# ---- block 1 ----
==> config.mk <==
export PLATFORM = sky130hd
export DESIGN_NAME = sc_frog_mover
export DESIGN_NICKNAME = d
export VERILOG_FILES = /design/src/rtl/sc_frog_mover.sv
export SDC_FILE = /design/constraint.sdc
export NUM_CORES = 1
export LEC_CHECK = 0
export CAP_MARGIN = 0
export CELL_PAD_IN_SITES_DETAIL_PLACEMENT = 1
export CELL_PAD_IN_SITES_GLOBAL_PLACEMENT = 1
export CORE_AREA = 3 3 121 123
export CTS_CLUSTER_DIAMETER = 150
export DETAILED_ROUTE_END_ITERATION = 10
export DIE_AREA = 0 0 124 126
export PLACE_DENSITY_LB_ADDON = 0.05
export SLEW_MARGIN = 15
export SYNTH_ARGS = -nofsm -noshare
export SYNTH_HDL_FRONTEND = slang
export SYNTH_SLANG_ARGS = --single-unit
==> constraint.sdc <==
create_clock -name SC_FROGMOVER_CLOCK_50 -period 5 [get_ports SC_FROGMOVER_CLOCK_50]
set_input_delay 1 -clock SC_FROGMOVER_CLOCK_50 [delete_from_list [all_inputs] [get_ports SC_FROGMOVER_CLOCK_50]]
set_output_delay 1 -clock SC_FROGMOVER_CLOCK_50 [all_outputs]
set_load 0.01 [all_outputs]
==> src/rtl/sc_frog_mover.sv <==
// Frog position register and movement controller: row/one-hot column state,
// cooldown after user moves, and registered per-row frog buses.
// Optional river drift is compiled in with `define SC_FROGMOVER_DRIFT_EN.
module sc_frog_mover #(
  parameter int DATAWIDTH_BUS = 8,
  parameter int HOLD_CYCLES   = 4,
  parameter int START_COL     = 3
) (
  input  logic                     SC_FROGMOVER_CLOCK_50,
  input  logic                     SC_FROGMOVER_RESET_InHigh,
  input  logic                     SC_FROGMOVER_START_In,
  input  logic                     SC_FROGMOVER_UP_In,
  input  logic                     SC_FROGMOVER_DOWN_In,
  input  logic                     SC_FROGMOVER_LEFT_In,
  input  logic                     SC_FROGMOVER_RIGHT_In,
  input  logic [1:0]               SC_FROGMOVER_SIDE_LOCATION_In_Bus,
  input  logic                     SC_FROGMOVER_HIT_In,
  input  logic                     SC_FROGMOVER_DRIFT_In,
  input  logic                     SC_FROGMOVER_DRIFT_DIR_In,
  output logic [DATAWIDTH_BUS-1:0] SC_FROGMOVER_FROG_ROW_0_Out_Bus,
  output logic [DATAWIDTH_BUS-1:0] SC_FROGMOVER_FROG_ROW_1_Out_Bus,
  output logic [DATAWIDTH_BUS-1:0] SC_FROGMOVER_FROG_ROW_2_Out_Bus,
  output logic [DATAWIDTH_BUS-1:0] SC_FROGMOVER_FROG_ROW_3_Out_Bus,
  output logic [DATAWIDTH_BUS-1:0] SC_FROGMOVER_FROG_ROW_4_Out_Bus,
  output logic [DATAWIDTH_BUS-1:0] SC_FROGMOVER_FROG_ROW_5_Out_Bus,
  output logic [DATAWIDTH_BUS-1:0] SC_FROGMOVER_FROG_ROW_6_Out_Bus,
  output logic [DATAWIDTH_BUS-1:0] SC_FROGMOVER_FROG_ROW_7_Out_Bus,
  output logic [DATAWIDTH_BUS-1:0] SC_FROGMOVER_FROG_ROW_8_Out_Bus,
  output logic [DATAWIDTH_BUS-1:0] SC_FROGMOVER_FROG_ROW_9_Out_Bus,
  output logic [DATAWIDTH_BUS-1:0] SC_FROGMOVER_FROG_ROW_10_Out_Bus,
  output logic [DATAWIDTH_BUS-1:0] SC_FROGMOVER_FROG_ROW_11_Out_Bus,
  output logic [DATAWIDTH_BUS-1:0] SC_FROGMOVER_FROG_ROW_12_Out_Bus,
  output logic [DATAWIDTH_BUS-1:0] SC_FROGMOVER_FROG_ROW_13_Out_Bus,
  output logic [2:0]               SC_FROGMOVER_STATE_Out_Bus,
  output logic                     SC_FROGMOVER_WIN_Out,
  output logic                     SC_FROGMOVER_DEAD_Out
);
  localparam int NUM_ROWS = 14;
  localparam int CW = (HOLD_CYCLES > 1) ? $clog2(HOLD_CYCLES) : 1;
  localparam logic [CW-1:0] CNT_LOAD = CW'(HOLD_CYCLES - 1);
  localparam logic [DATAWIDTH_BUS-1:0] START_VEC = DATAWIDTH_BUS'(1) << START_COL;

  typedef enum logic [2:0] {
    S_IDLE = 3'b000,
    S_PLAY = 3'b001,
    S_HOLD = 3'b010,
    S_WIN  = 3'b011,
    S_DEAD = 3'b100
  } state_t;

  state_t                  state, nxt_state;
  logic [3:0]              row, nxt_row;
  logic [DATAWIDTH_BUS-1:0] col, nxt_col;
  logic [CW-1:0]           cnt, nxt_cnt;
  logic [NUM_ROWS-1:0][DATAWIDTH_BUS-1:0] row_bus;
  logic                    win_q, dead_q;

  // Edge decisions come from the side comparator, not from col itself.
  logic at_left, at_right;
  assign at_left  = (SC_FROGMOVER_SIDE_LOCATION_In_Bus == 2'b10);
  assign at_right = (SC_FROGMOVER_SIDE_LOCATION_In_Bus == 2'b01);

  logic                     drift_act, drift_off;
  logic [DATAWIDTH_BUS-1:0] drift_col;
`ifdef SC_FROGMOVER_DRIFT_EN
  assign drift_act = SC_FROGMOVER_DRIFT_In;
  assign drift_off = SC_FROGMOVER_DRIFT_In &&
                     (SC_FROGMOVER_DRIFT_DIR_In ? at_left : at_right);
  assign drift_col = SC_FROGMOVER_DRIFT_DIR_In ? (col << 1) : (col >> 1);
`else
  logic unused_drift;
  assign unused_drift = ^{SC_FROGMOVER_DRIFT_In, SC_FROGMOVER_DRIFT_DIR_In};
  assign drift_act = 1'b0;
  assign drift_off = 1'b0;
  assign drift_col = col;
`endif

  always_comb begin
    nxt_state = state;
    nxt_row   = row;
    nxt_col   = col;
    nxt_cnt   = cnt;
    case (state)
      S_IDLE: if (SC_FROGMOVER_START_In) nxt_state = S_PLAY;
      S_PLAY: begin
        if (SC_FROGMOVER_HIT_In) nxt_state = S_DEAD;
        else if (drift_act) begin
          if (drift_off) nxt_state = S_DEAD;
          else           nxt_col   = drift_col;
        end else if (SC_FROGMOVER_UP_In) begin
          nxt_row = row + 4'd1;
          if (row == 4'd12) nxt_state = S_WIN;
          else begin
            nxt_state = S_HOLD;
            nxt_cnt   = CNT_LOAD;
          end
        end else if (SC_FROGMOVER_DOWN_In) begin
          if (row != 4'd0) begin
            nxt_row   = row - 4'd1;
            nxt_state = S_HOLD;
            nxt_cnt   = CNT_LOAD;
          end
        end else if (SC_FROGMOVER_LEFT_In) begin
          if (!at_left) begin
            nxt_col   = col << 1;
            nxt_state = S_HOLD;
            nxt_cnt   = CNT_LOAD;
          end
        end else if (SC_FROGMOVER_RIGHT_In) begin
          if (!at_right) begin
            nxt_col   = col >> 1;
            nxt_state = S_HOLD;
            nxt_cnt   = CNT_LOAD;
          end
        end
      end
      S_HOLD: begin
        if (SC_FROGMOVER_HIT_In || drift_off) nxt_state = S_DEAD;
        else begin
          if (drift_act) nxt_col = drift_col;
          // User moves are discarded while cooling down.
          if (cnt == '0) nxt_state = S_PLAY;
          else           nxt_cnt   = cnt - CW'(1);
        end
      end
      S_WIN, S_DEAD: begin
        if (SC_FROGMOVER_START_In) begin
          nxt_state = S_PLAY;
          nxt_row   = 4'd0;
          nxt_col   = START_VEC;
          nxt_cnt   = '0;
        end
      end
      default: nxt_state = S_IDLE;
    endcase
  end

  always_ff @(posedge SC_FROGMOVER_CLOCK_50 or posedge SC_FROGMOVER_RESET_InHigh) begin
    if (SC_FROGMOVER_RESET_InHigh) begin
      state  <= S_IDLE;
      row    <= 4'd0;
      col    <= START_VEC;
      cnt    <= '0;
      win_q  <= 1'b0;
      dead_q <= 1'b0;
    end else begin
      state  <= nxt_state;
      row    <= nxt_row;
      col    <= nxt_col;
      cnt    <= nxt_cnt;
      win_q  <= (nxt_state == S_WIN) && (state != S_WIN);
      dead_q <= (nxt_state == S_DEAD);
    end
  end

  // Row buses are decoded from next-state values so the outputs are flops.
  always_ff @(posedge SC_FROGMOVER_CLOCK_50 or posedge SC_FROGMOVER_RESET_InHigh) begin
    if (SC_FROGMOVER_RESET_InHigh) begin
      row_bus    <= '0;
      row_bus[0] <= START_VEC;
    end else begin
      for (int k = 0; k < NUM_ROWS; k++)
        row_bus[k] <= (nxt_row == 4'(k)) ? nxt_col : '0;
    end
  end

  assign SC_FROGMOVER_FROG_ROW_0_Out_Bus  = row_bus[0];
  assign SC_FROGMOVER_FROG_ROW_1_Out_Bus  = row_bus[1];
  assign SC_FROGMOVER_FROG_ROW_2_Out_Bus  = row_bus[2];
  assign SC_FROGMOVER_FROG_ROW_3_Out_Bus  = row_bus[3];
  assign SC_FROGMOVER_FROG_ROW_4_Out_Bus  = row_bus[4];
  assign SC_FROGMOVER_FROG_ROW_5_Out_Bus  = row_bus[5];
  assign SC_FROGMOVER_FROG_ROW_6_Out_Bus  = row_bus[6];
  assign SC_FROGMOVER_FROG_ROW_7_Out_Bus  = row_bus[7];
  assign SC_FROGMOVER_FROG_ROW_8_Out_Bus  = row_bus[8];
  assign SC_FROGMOVER_FROG_ROW_9_Out_Bus  = row_bus[9];
  assign SC_FROGMOVER_FROG_ROW_10_Out_Bus = row_bus[10];
  assign SC_FROGMOVER_FROG_ROW_11_Out_Bus = row_bus[11];
  assign SC_FROGMOVER_FROG_ROW_12_Out_Bus = row_bus[12];
  assign SC_FROGMOVER_FROG_ROW_13_Out_Bus = row_bus[13];
  assign SC_FROGMOVER_STATE_Out_Bus       = state;
  assign SC_FROGMOVER_WIN_Out             = win_q;
  assign SC_FROGMOVER_DEAD_Out            = dead_q;
endmodule

# ---- block 2 ----
`src/rtl/shift_sequencer.sv`:
```
// shift_sequencer: command-driven shift register with a small IDLE/SHIFT/DONE FSM.
//
// A command (load_val, mode, amount, serial_in) is accepted when start=1 and ready=1.
// The register is loaded, then shifted one bit per cycle 'amount' times in the latched
// direction, filling with the latched serial_in bit. Every bit ejected from the register
// is ORed into the sticky 'lost' flag. 'done' pulses for one cycle at the end.
//
// Ports:
//   clk        in   clock, rising edge
//   reset      in   synchronous active-high reset
//   start      in   command valid
//   load_val   in   [WIDTH-1:0] initial register value
//   mode       in   1 = shift right, 0 = shift left
//   amount     in   [CW-1:0] number of single-bit shifts
//   serial_in  in   fill bit
//   ready      out  high in IDLE
//   busy       out  high in SHIFT and DONE
//   done       out  one-cycle completion pulse
//   out        out  [WIDTH-1:0] register contents
//   lost       out  sticky OR of ejected bits for the current command

module shift_sequencer #(
  parameter int unsigned WIDTH = 4,
  parameter int unsigned CW    = 3
) (
  input  logic             clk,
  input  logic             reset,
  input  logic             start,
  input  logic [WIDTH-1:0] load_val,
  input  logic             mode,
  input  logic [CW-1:0]    amount,
  input  logic             serial_in,
  output logic             ready,
  output logic             busy,
  output logic             done,
  output logic [WIDTH-1:0] out,
  output logic             lost
);

  localparam logic [1:0] StIdle  = 2'd0;
  localparam logic [1:0] StShift = 2'd1;
  localparam logic [1:0] StDone  = 2'd2;

  logic [1:0]       state_q, state_d;
  logic [WIDTH-1:0] out_q, out_d;
  logic             lost_q, lost_d;
  logic [CW-1:0]    cnt_q, cnt_d;
  logic             mode_q, mode_d;
  logic             fill_q, fill_d;

  logic             accept;
  logic [WIDTH-1:0] shifted;
  logic             ejected;

  assign accept = start && (state_q == StIdle);

  // One-bit shift of the current contents using the latched direction and fill bit.
  always_comb begin
    if (mode_q) begin
      shifted = {fill_q, out_q[WIDTH-1:1]};
      ejected = out_q[0];
    end else begin
      shifted = {out_q[WIDTH-2:0], fill_q};
      ejected = out_q[WIDTH-1];
    end
  end

  always_comb begin
    state_d = state_q;
    out_d   = out_q;
    lost_d  = lost_q;
    cnt_d   = cnt_q;
    mode_d  = mode_q;
    fill_d  = fill_q;
    case (state_q)
      StIdle: begin
        if (accept) begin
          out_d   = load_val;
          lost_d  = 1'b0;
          cnt_d   = amount;
          mode_d  = mode;
          fill_d  = serial_in;
          state_d = (amount == '0) ? StDone : StShift;
        end
      end
      StShift: begin
        out_d  = shifted;
        lost_d = lost_q | ejected;
        cnt_d  = cnt_q - CW'(1);
        // Counter at 1 means this edge performs the last shift.
        if (cnt_q == CW'(1)) begin
          state_d = StDone;
        end
      end
      StDone: begin
        state_d = StIdle;
      end
      default: begin
        state_d = StIdle;
      end
    endcase
  end

  always_ff @(posedge clk) begin
    if (reset) begin
      state_q <= StIdle;
      out_q   <= '0;
      lost_q  <= 1'b0;
      cnt_q   <= '0;
      mode_q  <= 1'b0;
      fill_q  <= 1'b0;
    end else begin
      state_q <= state_d;
      out_q   <= out_d;
      lost_q  <= lost_d;
      cnt_q   <= cnt_d;
      mode_q  <= mode_d;
      fill_q  <= fill_d;
    end
  end

  assign ready = (state_q == StIdle);
  assign busy  = (state_q == StShift) || (state_q == StDone);
  assign done  = (state_q == StDone);
  assign out   = out_q;
  assign lost  = lost_q;

endmodule

```
`config.mk`:
```
export PLATFORM = sky130hd
export DESIGN_NAME = shift_sequencer
export DESIGN_NICKNAME = d
export VERILOG_FILES = /design/src/rtl/shift_sequencer.sv
export SDC_FILE = /design/constraint.sdc
export NUM_CORES = 1
export LEC_CHECK = 0
export ABC_AREA = 1
export CAP_MARGIN = 20
export CORE_MARGIN = 8
export CORE_UTILIZATION = 45
export CTS_CLUSTER_DIAMETER = 150
export DETAILED_ROUTE_END_ITERATION = 10
export PLACE_DENSITY = 0.75
export SETUP_SLACK_MARGIN = 0.4
export SYNTH_ARGS = -nofsm -noshare
export SYNTH_HDL_FRONTEND = slang
export SYNTH_SLANG_ARGS = --single-unit
export TNS_END_PERCENT = 5
```
`constraint.sdc`:
```
create_clock -name clk -period 1.9 [get_ports clk]
set_clock_uncertainty 0.2 [all_clocks]
set_input_delay 0.285 -clock clk [delete_from_list [all_inputs] [get_ports clk]]
set_output_delay 0.285 -clock clk [all_outputs]
set_load 0.02 [all_outputs]
```
Block 1, placed standard cells:
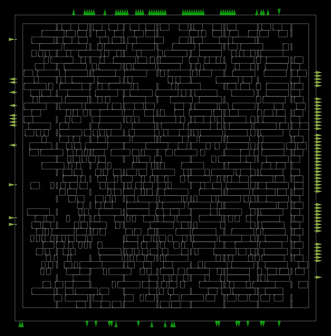
final core area utilization: 52.94%
Cell Count, Final, Fillers Out: 761

Block 1, signal metal coverage by tile:
The die is cut into 25 by 25 equal tiles; white is low, dark blue is high, scaled to the fullest tile. Values are wire area over tile area, all layers added.
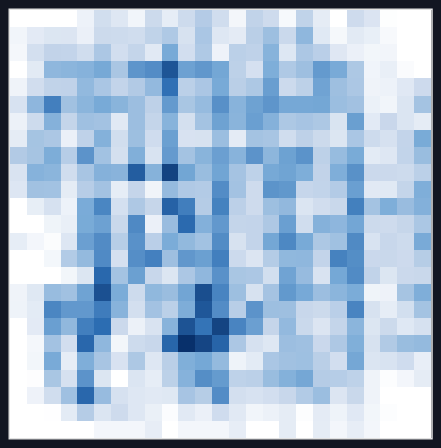
17% of the tiles are over half the peak. The densest ninth of the die: middle. The fullest tile reaches 0.48.
post-DR wirelength/cell: 19.32 µm
vias post-DR: 4057
total wire length after detailed routing: 14.70 mm
global-route usage over all layers: 19.98%

==> ds_physical_params.txt, block 1 <==
Summary of implementation characteristics

Parameter                              Value

CTS
  Clk latency late pin .................. 0.42 ns
  Total setup buffers inserted after CTS .................. 0
  Cell at the root of the clock tree .................. clkbuf_16
  Total clock sinks .................. 131

Finish
  Net count reported at finish .................. 585
  Register area .................. 0.003281 mm²
  Total of fill cells in the finished design .................. 1464
  Share of final-layout standard cells stronger than drive strength 1 .................. 13.94%
  Logic area .................. 0.001812 mm²

Run status
  Status .................. complete, no violations

Yosys
  Area share of the largest cell type after synthesis .................. 60.59%
  Number of synthesized flops with an enable pin .................. 0
  Most frequent cell after synthesis .................. dfrtp_1
  Async S/R FF share, synth .................. 100.0%
  Warnings, synthesis .................. 0
  Top cells by area, synth .................. dfrtp_1, nor3_1, buf_2
  Unique cell types .................. 72
  Seq share, synth .................. 61.58%
  Floorplan Nets .................. 471

STA
  Number of failing hold endpoints at the final stage .................. 0
  Final worst clock skew .................. 0.007322 ns
  Slew at the pin with the worst max-slew slack .................. 1.067 ns
  Post-layout period usage .................. 73.01%
  Setup-violating endpoint count in the final report .................. 0

Placed design
  Worst slack after detailed placement .................. 1.015 ns
  Total cell area at the placement stage .................. 0.006740 mm²
  Post-DP HPWL .................. 9.597 mm
  Number of port buffers .................. 126

Flow run
  Number of max-capacitance violations reported .................. 0
  OpenROAD warnings .................. 30

Global route
  Global routing met2 resource utilization .................. 30.86%
  Met1 routing resource usage after global routing .................. 27.78%

Power
  Power dissipated in combinational cells .................. 0.00128 W
  Power density cells .................. 511.4 mW/mm²
  Combinational group share of total power .................. 34.3%
  Peak ir drop on the vdd network .................. 0.0002429 V

Critical path
  Critical setup path kind .................. input pin to register
  Element type at the critical path end .................. register
  CP Cell Sequence .................. clkdlybuf4s50_1, or3_4, nor3_1, a21oi_1, a221oi_4, nor3_1
  Most Frequent Cell on Critical Path .................. nor3_1
  Critical path arrival .................. 3.90 ns
  Cell with the largest stage delay on the worst path .................. a221oi_4
  Worst r2r path cells .................. 7
  Worst setup path start .................. SC_FROGMOVER_UP_In
  Cell depth of the worst setup path .................. 6
  Highest cell delay on the worst timing path .................. 0.84 ns

Route
  Detailed-routing iteration count for the pre-antenna-repair pass .................. 6
  Top routing layer in use .................. met4
  Number of remaining DRC errors .................. 0
  Total met3 wirelength after detailed routing .................. 708 µm

Floorplan
  Horizontal die dimension .................. 124 µm
  Chip Area .................. 0.01562 mm²
  Area inside the core boundary .................. 0.01377 mm²
  Number of tap cells inserted .................. 180

Hold path
  Number of cells on the worst hold path .................. 2
  Worst Hold Launch .................. cnt[1]$_DFFE_PP0P_
Block 2, routed metal, one colour a layer:
Two of the layers only.
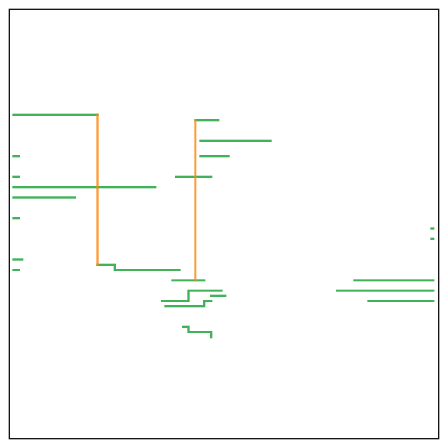
Green shows met3, wire length 132 µm. Orange shows met4, wire length 40.8 µm.
post-DR wirelength/cell: 11.53 µm
global-route usage over all layers: 10.67%
total wire length after detailed routing: 1.741 mm
vias post-DR: 757

==> ds_physical_params.txt, block 2 <==
Summary of implementation characteristics

Parameter                              Value

Critical path
  Peak fanout along the critical path .................. 3
  Critical path arrival .................. 1.27 ns
  Element type at the critical path end .................. output port
  Endpoint of the lowest-slack register-to-register path .................. out[2]$_SDFFE_PP0P_
  Critical setup path kind .................. register to output port
  Cell depth of the worst setup path .................. 1
  CP Cell Sequence .................. clkdlybuf4s50_1
  Critical path data required time .................. 1.41 ns

Power
  Part of the total power dissipated in the clock network .................. 25.4%
  Clock network power consumption .................. 0.000217 W
  Power dissipated in combinational cells .................. 0.000321 W
  Seq pwr share .................. 37.1%
  Switching power total .................. 0.0003177 W
  P_int .................. 0.0005385 W
  Overall power of the completed layout .................. 0.0008562 W

Finish
  Diode count .................. 0
  Buffer share of cell area .................. 20.98%
  Most frequent logic cell in the layout .................. nand2_1
  Total number of sequential cells .................. 12
  Net count reported at finish .................. 153
  Clk cell area share .................. 3.732%
  Total of fill cells in the finished design .................. 156

STA
  Setup-violating endpoint count in the final report .................. 0
  Minimum hold slack .................. 0.2726 ns
  Post-layout period usage .................. 92.29%
  Final-report max-slew violation count .................. 0
  Max_slew headroom .................. 78.75%

Floorplan
  Count of standard-cell rows .................. 14
  Horizontal die dimension .................. 56.30 µm
  Number of tap cells inserted .................. 16
  Chip Area .................. 0.003169 mm²
  Vertical die dimension .................. 56.30 µm
  Floorplan utilization .................. 48.50%

Yosys
  XORs/XNORs by Area .................. 0%
  Avg Synthesized Cell Area .................. 6.524 µm²
  MUX share of area .................. 0%
  Number of synthesized flops with an enable pin .................. 0
  Warnings, synthesis .................. 0
  Synthesized cell area .................. 730.7 µm²
  Largest area contributor in the netlist .................. dfxtp_1
  Ys flops .................. 12
  Dominant synthesized flop cell .................. dfxtp_1
  Area share of the largest cell type after synthesis .................. 32.88%
  Floorplan Nets .................. 129
  Unique cell types .................. 15

Hold path
  Worst Hold Launch .................. cnt_q[2]$_SDFFE_PP0P_
  Worst min-delay path category .................. register to register
  Endpoint of the worst hold path .................. cnt_q[2]$_SDFFE_PP0P_

CTS
  Clk latency late pin .................. 0.29 ns
  Clock-pin slew of the registers on the worst-case setup and hold paths .................. 0.08 ns
  Number of buffers created by CTS .................. 3

Global route
  Peak-usage layer in the global routing report .................. met2
  GR Overflow Total .................. 0

Placed design
  Total cell area at the placement stage .................. 937.1 µm²
  Worst slack after detailed placement .................. 0.1127 ns
  Final Wtd Congestion .................. 0.7639

Route
  Number of remaining DRC errors .................. 0
  Routed Antenna Nets .................. 0

Run status
  Status .................. complete, no violations

# ---- block 3 ----
Block 3, M2 wires:
The bar under the picture is 20 µm long.
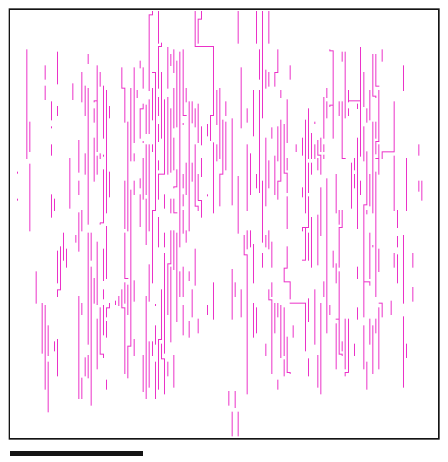
$ cat config.mk
export PLATFORM = sky130hd
export DESIGN_NAME = fault_manager_flat
export DESIGN_NICKNAME = d
export VERILOG_FILES = /design/src/rtl/fault_manager_if.sv /design/src/rtl/fault_manager.sv /design/src/flat_wrapper.sv
export SDC_FILE = /design/constraint.sdc
export NUM_CORES = 1
export LEC_CHECK = 0
export CORE_MARGIN = 2
export CORE_UTILIZATION = 55
export CTS_CLUSTER_DIAMETER = 60
export DETAILED_ROUTE_END_ITERATION = 8
export PLACE_DENSITY = 0.79
export SLEW_MARGIN = 20
export SYNTH_ARGS = -nofsm -noshare
export SYNTH_HDL_FRONTEND = slang
export SYNTH_SLANG_ARGS = --single-unit
$ cat constraint.sdc
create_clock -name clk -period 2.1 [get_ports clk]
set_input_delay 0.42 -clock clk [delete_from_list [all_inputs] [get_ports clk]]
set_output_delay 0.42 -clock clk [all_outputs]
set_load 0.005 [all_outputs]
$ cat src/rtl/fault_manager_if.sv
// Fault-manager signal bundle between the supervisor/stimulus side and the
// fault manager itself.
//   master : drives fault_in, fault_mask, clear; observes all status outputs
//   slave  : the fault manager; observes requests, drives drive-disable/status
interface fault_manager_if #(
  parameter int unsigned NUM_FAULTS = 4
) ();

  localparam int unsigned CAUSE_W = (NUM_FAULTS > 1) ? $clog2(NUM_FAULTS) : 1;

  logic [NUM_FAULTS-1:0] fault_in;
  logic [NUM_FAULTS-1:0] fault_mask;
  logic                  clear;

  logic                  fault;
  logic                  lockout;
  logic [NUM_FAULTS-1:0] fault_status;
  logic [CAUSE_W-1:0]    fault_cause;
  logic [3:0]            retry_count;
  logic [1:0]            state;

  modport master (
    output fault_in, fault_mask, clear,
    input  fault, lockout, fault_status, fault_cause, retry_count, state
  );

  modport slave (
    input  fault_in, fault_mask, clear,
    output fault, lockout, fault_status, fault_cause, retry_count, state
  );

endinterface

$ cat src/rtl/fault_manager.sv
// Fault manager for the motor-drive control path: per-channel masking and
// glitch filtering, sticky fault status, and an auto-retry FSM with cooldown
// and lockout driving the registered drive-disable output.
//   clk, rst                 : clock, synchronous active-high reset
//   fm_if.fault_in/mask      : raw fault requests and per-channel ignore mask
//   fm_if.clear              : single-cycle supervisor clear pulse
//   fm_if.fault              : registered drive-disable (1 = drive off)
//   fm_if.lockout            : registered, 1 while in LOCKOUT
//   fm_if.fault_status       : sticky qualified-fault flags
//   fm_if.fault_cause        : lowest qualified channel at the last trip
//   fm_if.retry_count        : trips since last clear/reset
//   fm_if.state              : debug state (RUN=0 TRIP=1 COOLDOWN=2 LOCKOUT=3)
module fault_manager #(
  parameter int unsigned NUM_FAULTS    = 4,
  parameter int unsigned FILTER_CYCLES = 8,
  parameter int unsigned RETRY_DELAY   = 1000,
  parameter int unsigned MAX_RETRIES   = 3
) (
  input  logic           clk,
  input  logic           rst,
  fault_manager_if.slave fm_if
);

  localparam int unsigned CNT_W   = $clog2(FILTER_CYCLES + 1);
  localparam int unsigned TMR_W   = $clog2(RETRY_DELAY + 1);
  localparam int unsigned CAUSE_W = (NUM_FAULTS > 1) ? $clog2(NUM_FAULTS) : 1;
  localparam int unsigned RETRY_W = 4;

  typedef enum logic [1:0] {
    ST_RUN      = 2'd0,
    ST_TRIP     = 2'd1,
    ST_COOLDOWN = 2'd2,
    ST_LOCKOUT  = 2'd3
  } state_e;

  state_e                state_q, state_d;
  logic [TMR_W-1:0]      timer_q, timer_d;
  logic [RETRY_W-1:0]    retry_q, retry_d;
  logic [CAUSE_W-1:0]    cause_q, cause_d;
  logic [NUM_FAULTS-1:0] status_q, status_d;
  logic                  fault_q, fault_d;
  logic                  lockout_q, lockout_d;
  logic [CNT_W-1:0]      cnt_q [NUM_FAULTS];
  logic [CNT_W-1:0]      cnt_d [NUM_FAULTS];

  logic [NUM_FAULTS-1:0] active_c;
  logic [NUM_FAULTS-1:0] qual_c;
  logic [CAUSE_W-1:0]    cause_sel_c;
  logic [RETRY_W-1:0]    retry_base_c;

  assign active_c = fm_if.fault_in & ~fm_if.fault_mask;

  // Glitch filter: saturating run-length counter per channel, cleared by any
  // inactive sample (including a masked one).
  always_comb begin
    cnt_d  = cnt_q;
    qual_c = '0;
    for (int i = 0; i < int'(NUM_FAULTS); i++) begin
      qual_c[i] = (cnt_q[i] == CNT_W'(FILTER_CYCLES));
      if (!active_c[i]) begin
        cnt_d[i] = '0;
      end else if (cnt_q[i] != CNT_W'(FILTER_CYCLES)) begin
        cnt_d[i] = cnt_q[i] + CNT_W'(1);
      end
    end
  end

  // Lowest-numbered qualified channel wins the cause report.
  always_comb begin
    cause_sel_c = '0;
    for (int i = int'(NUM_FAULTS) - 1; i >= 0; i--) begin
      if (qual_c[i]) begin
        cause_sel_c = CAUSE_W'(i);
      end
    end
  end

  // Next-state, retry bookkeeping and registered-output targets.
  always_comb begin
    state_d   = state_q;
    timer_d   = timer_q;
    cause_d   = cause_q;
    fault_d   = fault_q;
    lockout_d = lockout_q;

    // A qualified fault beats a simultaneous clear on the sticky flags.
    status_d = qual_c | (status_q & ~{NUM_FAULTS{fm_if.clear}});

    // Clear zeroes the count first, so a same-cycle trip lands on 1.
    retry_base_c = fm_if.clear ? '0 : retry_q;
    retry_d      = retry_base_c;

    case (state_q)
      ST_RUN: begin
        if (|qual_c) begin
          cause_d = cause_sel_c;
          if (retry_base_c < RETRY_W'(MAX_RETRIES)) begin
            state_d = ST_TRIP;
            retry_d = retry_base_c + RETRY_W'(1);
          end else begin
            state_d = ST_LOCKOUT;
          end
        end
      end

      ST_TRIP: begin
        if (active_c == '0) begin
          state_d = ST_COOLDOWN;
          timer_d = TMR_W'(RETRY_DELAY);
        end
      end

      ST_COOLDOWN: begin
        if (timer_q != '0) begin
          timer_d = timer_q - TMR_W'(1);
        end
        // A returning raw fault restarts the trip before the timer can expire.
        if (active_c != '0) begin
          state_d = ST_TRIP;
        end else if (timer_q == TMR_W'(1)) begin
          state_d = ST_RUN;
        end
      end

      ST_LOCKOUT: begin
        if (fm_if.clear) begin
          state_d = ST_COOLDOWN;
          timer_d = TMR_W'(RETRY_DELAY);
        end
      end

      default: begin
        state_d = ST_LOCKOUT;
      end
    endcase

    fault_d   = (state_d != ST_RUN);
    lockout_d = (state_d == ST_LOCKOUT);
  end

  // State and datapath registers.
  always_ff @(posedge clk) begin
    if (rst) begin
      state_q   <= ST_COOLDOWN;
      timer_q   <= TMR_W'(RETRY_DELAY);
      retry_q   <= '0;
      cause_q   <= '0;
      status_q  <= '0;
      fault_q   <= 1'b1;
      lockout_q <= 1'b0;
      for (int i = 0; i < int'(NUM_FAULTS); i++) begin
        cnt_q[i] <= '0;
      end
    end else begin
      state_q   <= state_d;
      timer_q   <= timer_d;
      retry_q   <= retry_d;
      cause_q   <= cause_d;
      status_q  <= status_d;
      fault_q   <= fault_d;
      lockout_q <= lockout_d;
      for (int i = 0; i < int'(NUM_FAULTS); i++) begin
        cnt_q[i] <= cnt_d[i];
      end
    end
  end

  assign fm_if.fault        = fault_q;
  assign fm_if.lockout      = lockout_q;
  assign fm_if.fault_status = status_q;
  assign fm_if.fault_cause  = cause_q;
  assign fm_if.retry_count  = retry_q;
  assign fm_if.state        = state_q;

endmodule
$ cat src/flat_wrapper.sv
// flat-port wrapper written by rule: the top's interface ports become plain ports
module fault_manager_flat 
#(
  parameter int unsigned NUM_FAULTS    = 4,
  parameter int unsigned FILTER_CYCLES = 8,
  parameter int unsigned RETRY_DELAY   = 1000,
  parameter int unsigned MAX_RETRIES   = 3
)
  (clk, rst, fm_if_fault_in, fm_if_fault_mask, fm_if_clear, fm_if_fault, fm_if_lockout, fm_if_fault_status, fm_if_fault_cause, fm_if_retry_count, fm_if_state);
  fault_manager_if #(.NUM_FAULTS(NUM_FAULTS)) fm_if_i ();
  input  logic clk;
  input  logic rst;
  input wire logic [$bits(fm_if_i.fault_in)-1:0] fm_if_fault_in;
  input wire logic [$bits(fm_if_i.fault_mask)-1:0] fm_if_fault_mask;
  input wire logic [$bits(fm_if_i.clear)-1:0] fm_if_clear;
  output wire logic [$bits(fm_if_i.fault)-1:0] fm_if_fault;
  output wire logic [$bits(fm_if_i.lockout)-1:0] fm_if_lockout;
  output wire logic [$bits(fm_if_i.fault_status)-1:0] fm_if_fault_status;
  output wire logic [$bits(fm_if_i.fault_cause)-1:0] fm_if_fault_cause;
  output wire logic [$bits(fm_if_i.retry_count)-1:0] fm_if_retry_count;
  output wire logic [$bits(fm_if_i.state)-1:0] fm_if_state;
  assign fm_if_i.fault_in = fm_if_fault_in;
  assign fm_if_i.fault_mask = fm_if_fault_mask;
  assign fm_if_i.clear = fm_if_clear;
  assign fm_if_fault = fm_if_i.fault;
  assign fm_if_lockout = fm_if_i.lockout;
  assign fm_if_fault_status = fm_if_i.fault_status;
  assign fm_if_fault_cause = fm_if_i.fault_cause;
  assign fm_if_retry_count = fm_if_i.retry_count;
  assign fm_if_state = fm_if_i.state;
  fault_manager #(.NUM_FAULTS(NUM_FAULTS), .FILTER_CYCLES(FILTER_CYCLES), .RETRY_DELAY(RETRY_DELAY), .MAX_RETRIES(MAX_RETRIES)) u_core (.clk(clk), .rst(rst), .fm_if(fm_if_i));
endmodule
==> ds_physical_params.txt <==
Summary of implementation characteristics

Parameter                              Value

Power
  Combinational group share of total power .................. 40.4%
  Seq pwr share .................. 38.3%
  Seq. pwr .................. 0.000916 W

Run status
  Status .................. complete, no violations

Route
  Routed Antenna Nets .................. 0
  Post-DR wirelength/cell .................. 13.08 µm

Yosys
  Syn Inst Count .................. 218
  Area of the synthesized netlist per yosys stat .................. 0.001999 mm²

Critical path
  Endpoint of the lowest-slack register-to-register path .................. u_core.fm_if.fault$_SDFF_PP1_
  Crit path capture .................. u_core.fm_if.fault$_SDFF_PP1_

STA
  Slew at the pin with the worst max-slew slack .................. 0.3648 ns

Finish
  Logic area .................. 0.001151 mm²
  Register area .................. 800.8 µm²
  Commonest non-fill, non-tap cells in the layout .................. dfxtp_1, nor2_1, clkdlybuf4s50_1
  Most frequent logic cell in the layout .................. dfxtp_1

Floorplan
  Horizontal die dimension .................. 64.30 µm

CTS
  Number of buffers created by CTS .................. 5
  Clock-pin slew of the registers on the worst-case setup and hold paths .................. 0.13 ns

Global route
  Peak-usage layer in the global routing report .................. met2
About 'M2 wires' of block 3:
The layer carries 1940 µm of wire. The layer holds 47% of the routed length. The wires run mostly vertical. 236 nets have wire on it. The longest straight run is 29.2 µm.
total wire length after detailed routing: 4.120 mm
vias post-DR: 1663
global routing met2 resource utilization: 36.46%



==> gallery <==
Nets reached from selected ports.
The bar under the picture is 20 µm long.
(a)
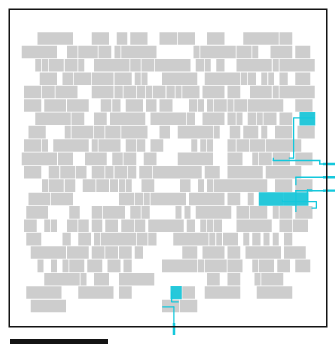
(b)
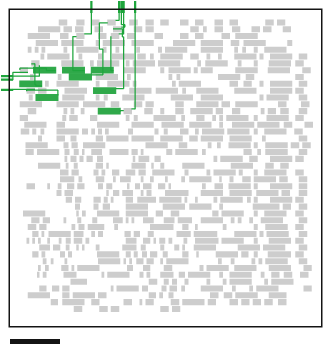
(c)
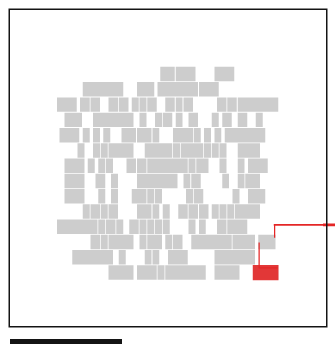
(a) -> block 3
(c) -> block 2
(b) -> block 1

Key to (b):
Green shows SC_FROGMOVER_FROG_ROW_13_Out_Bus, direction output, edge 5 top, 3 left, end cells 8, buffers 8, wire 254 µm.

Power figures rest on the tool's default switching activity, not on a simulated workload.
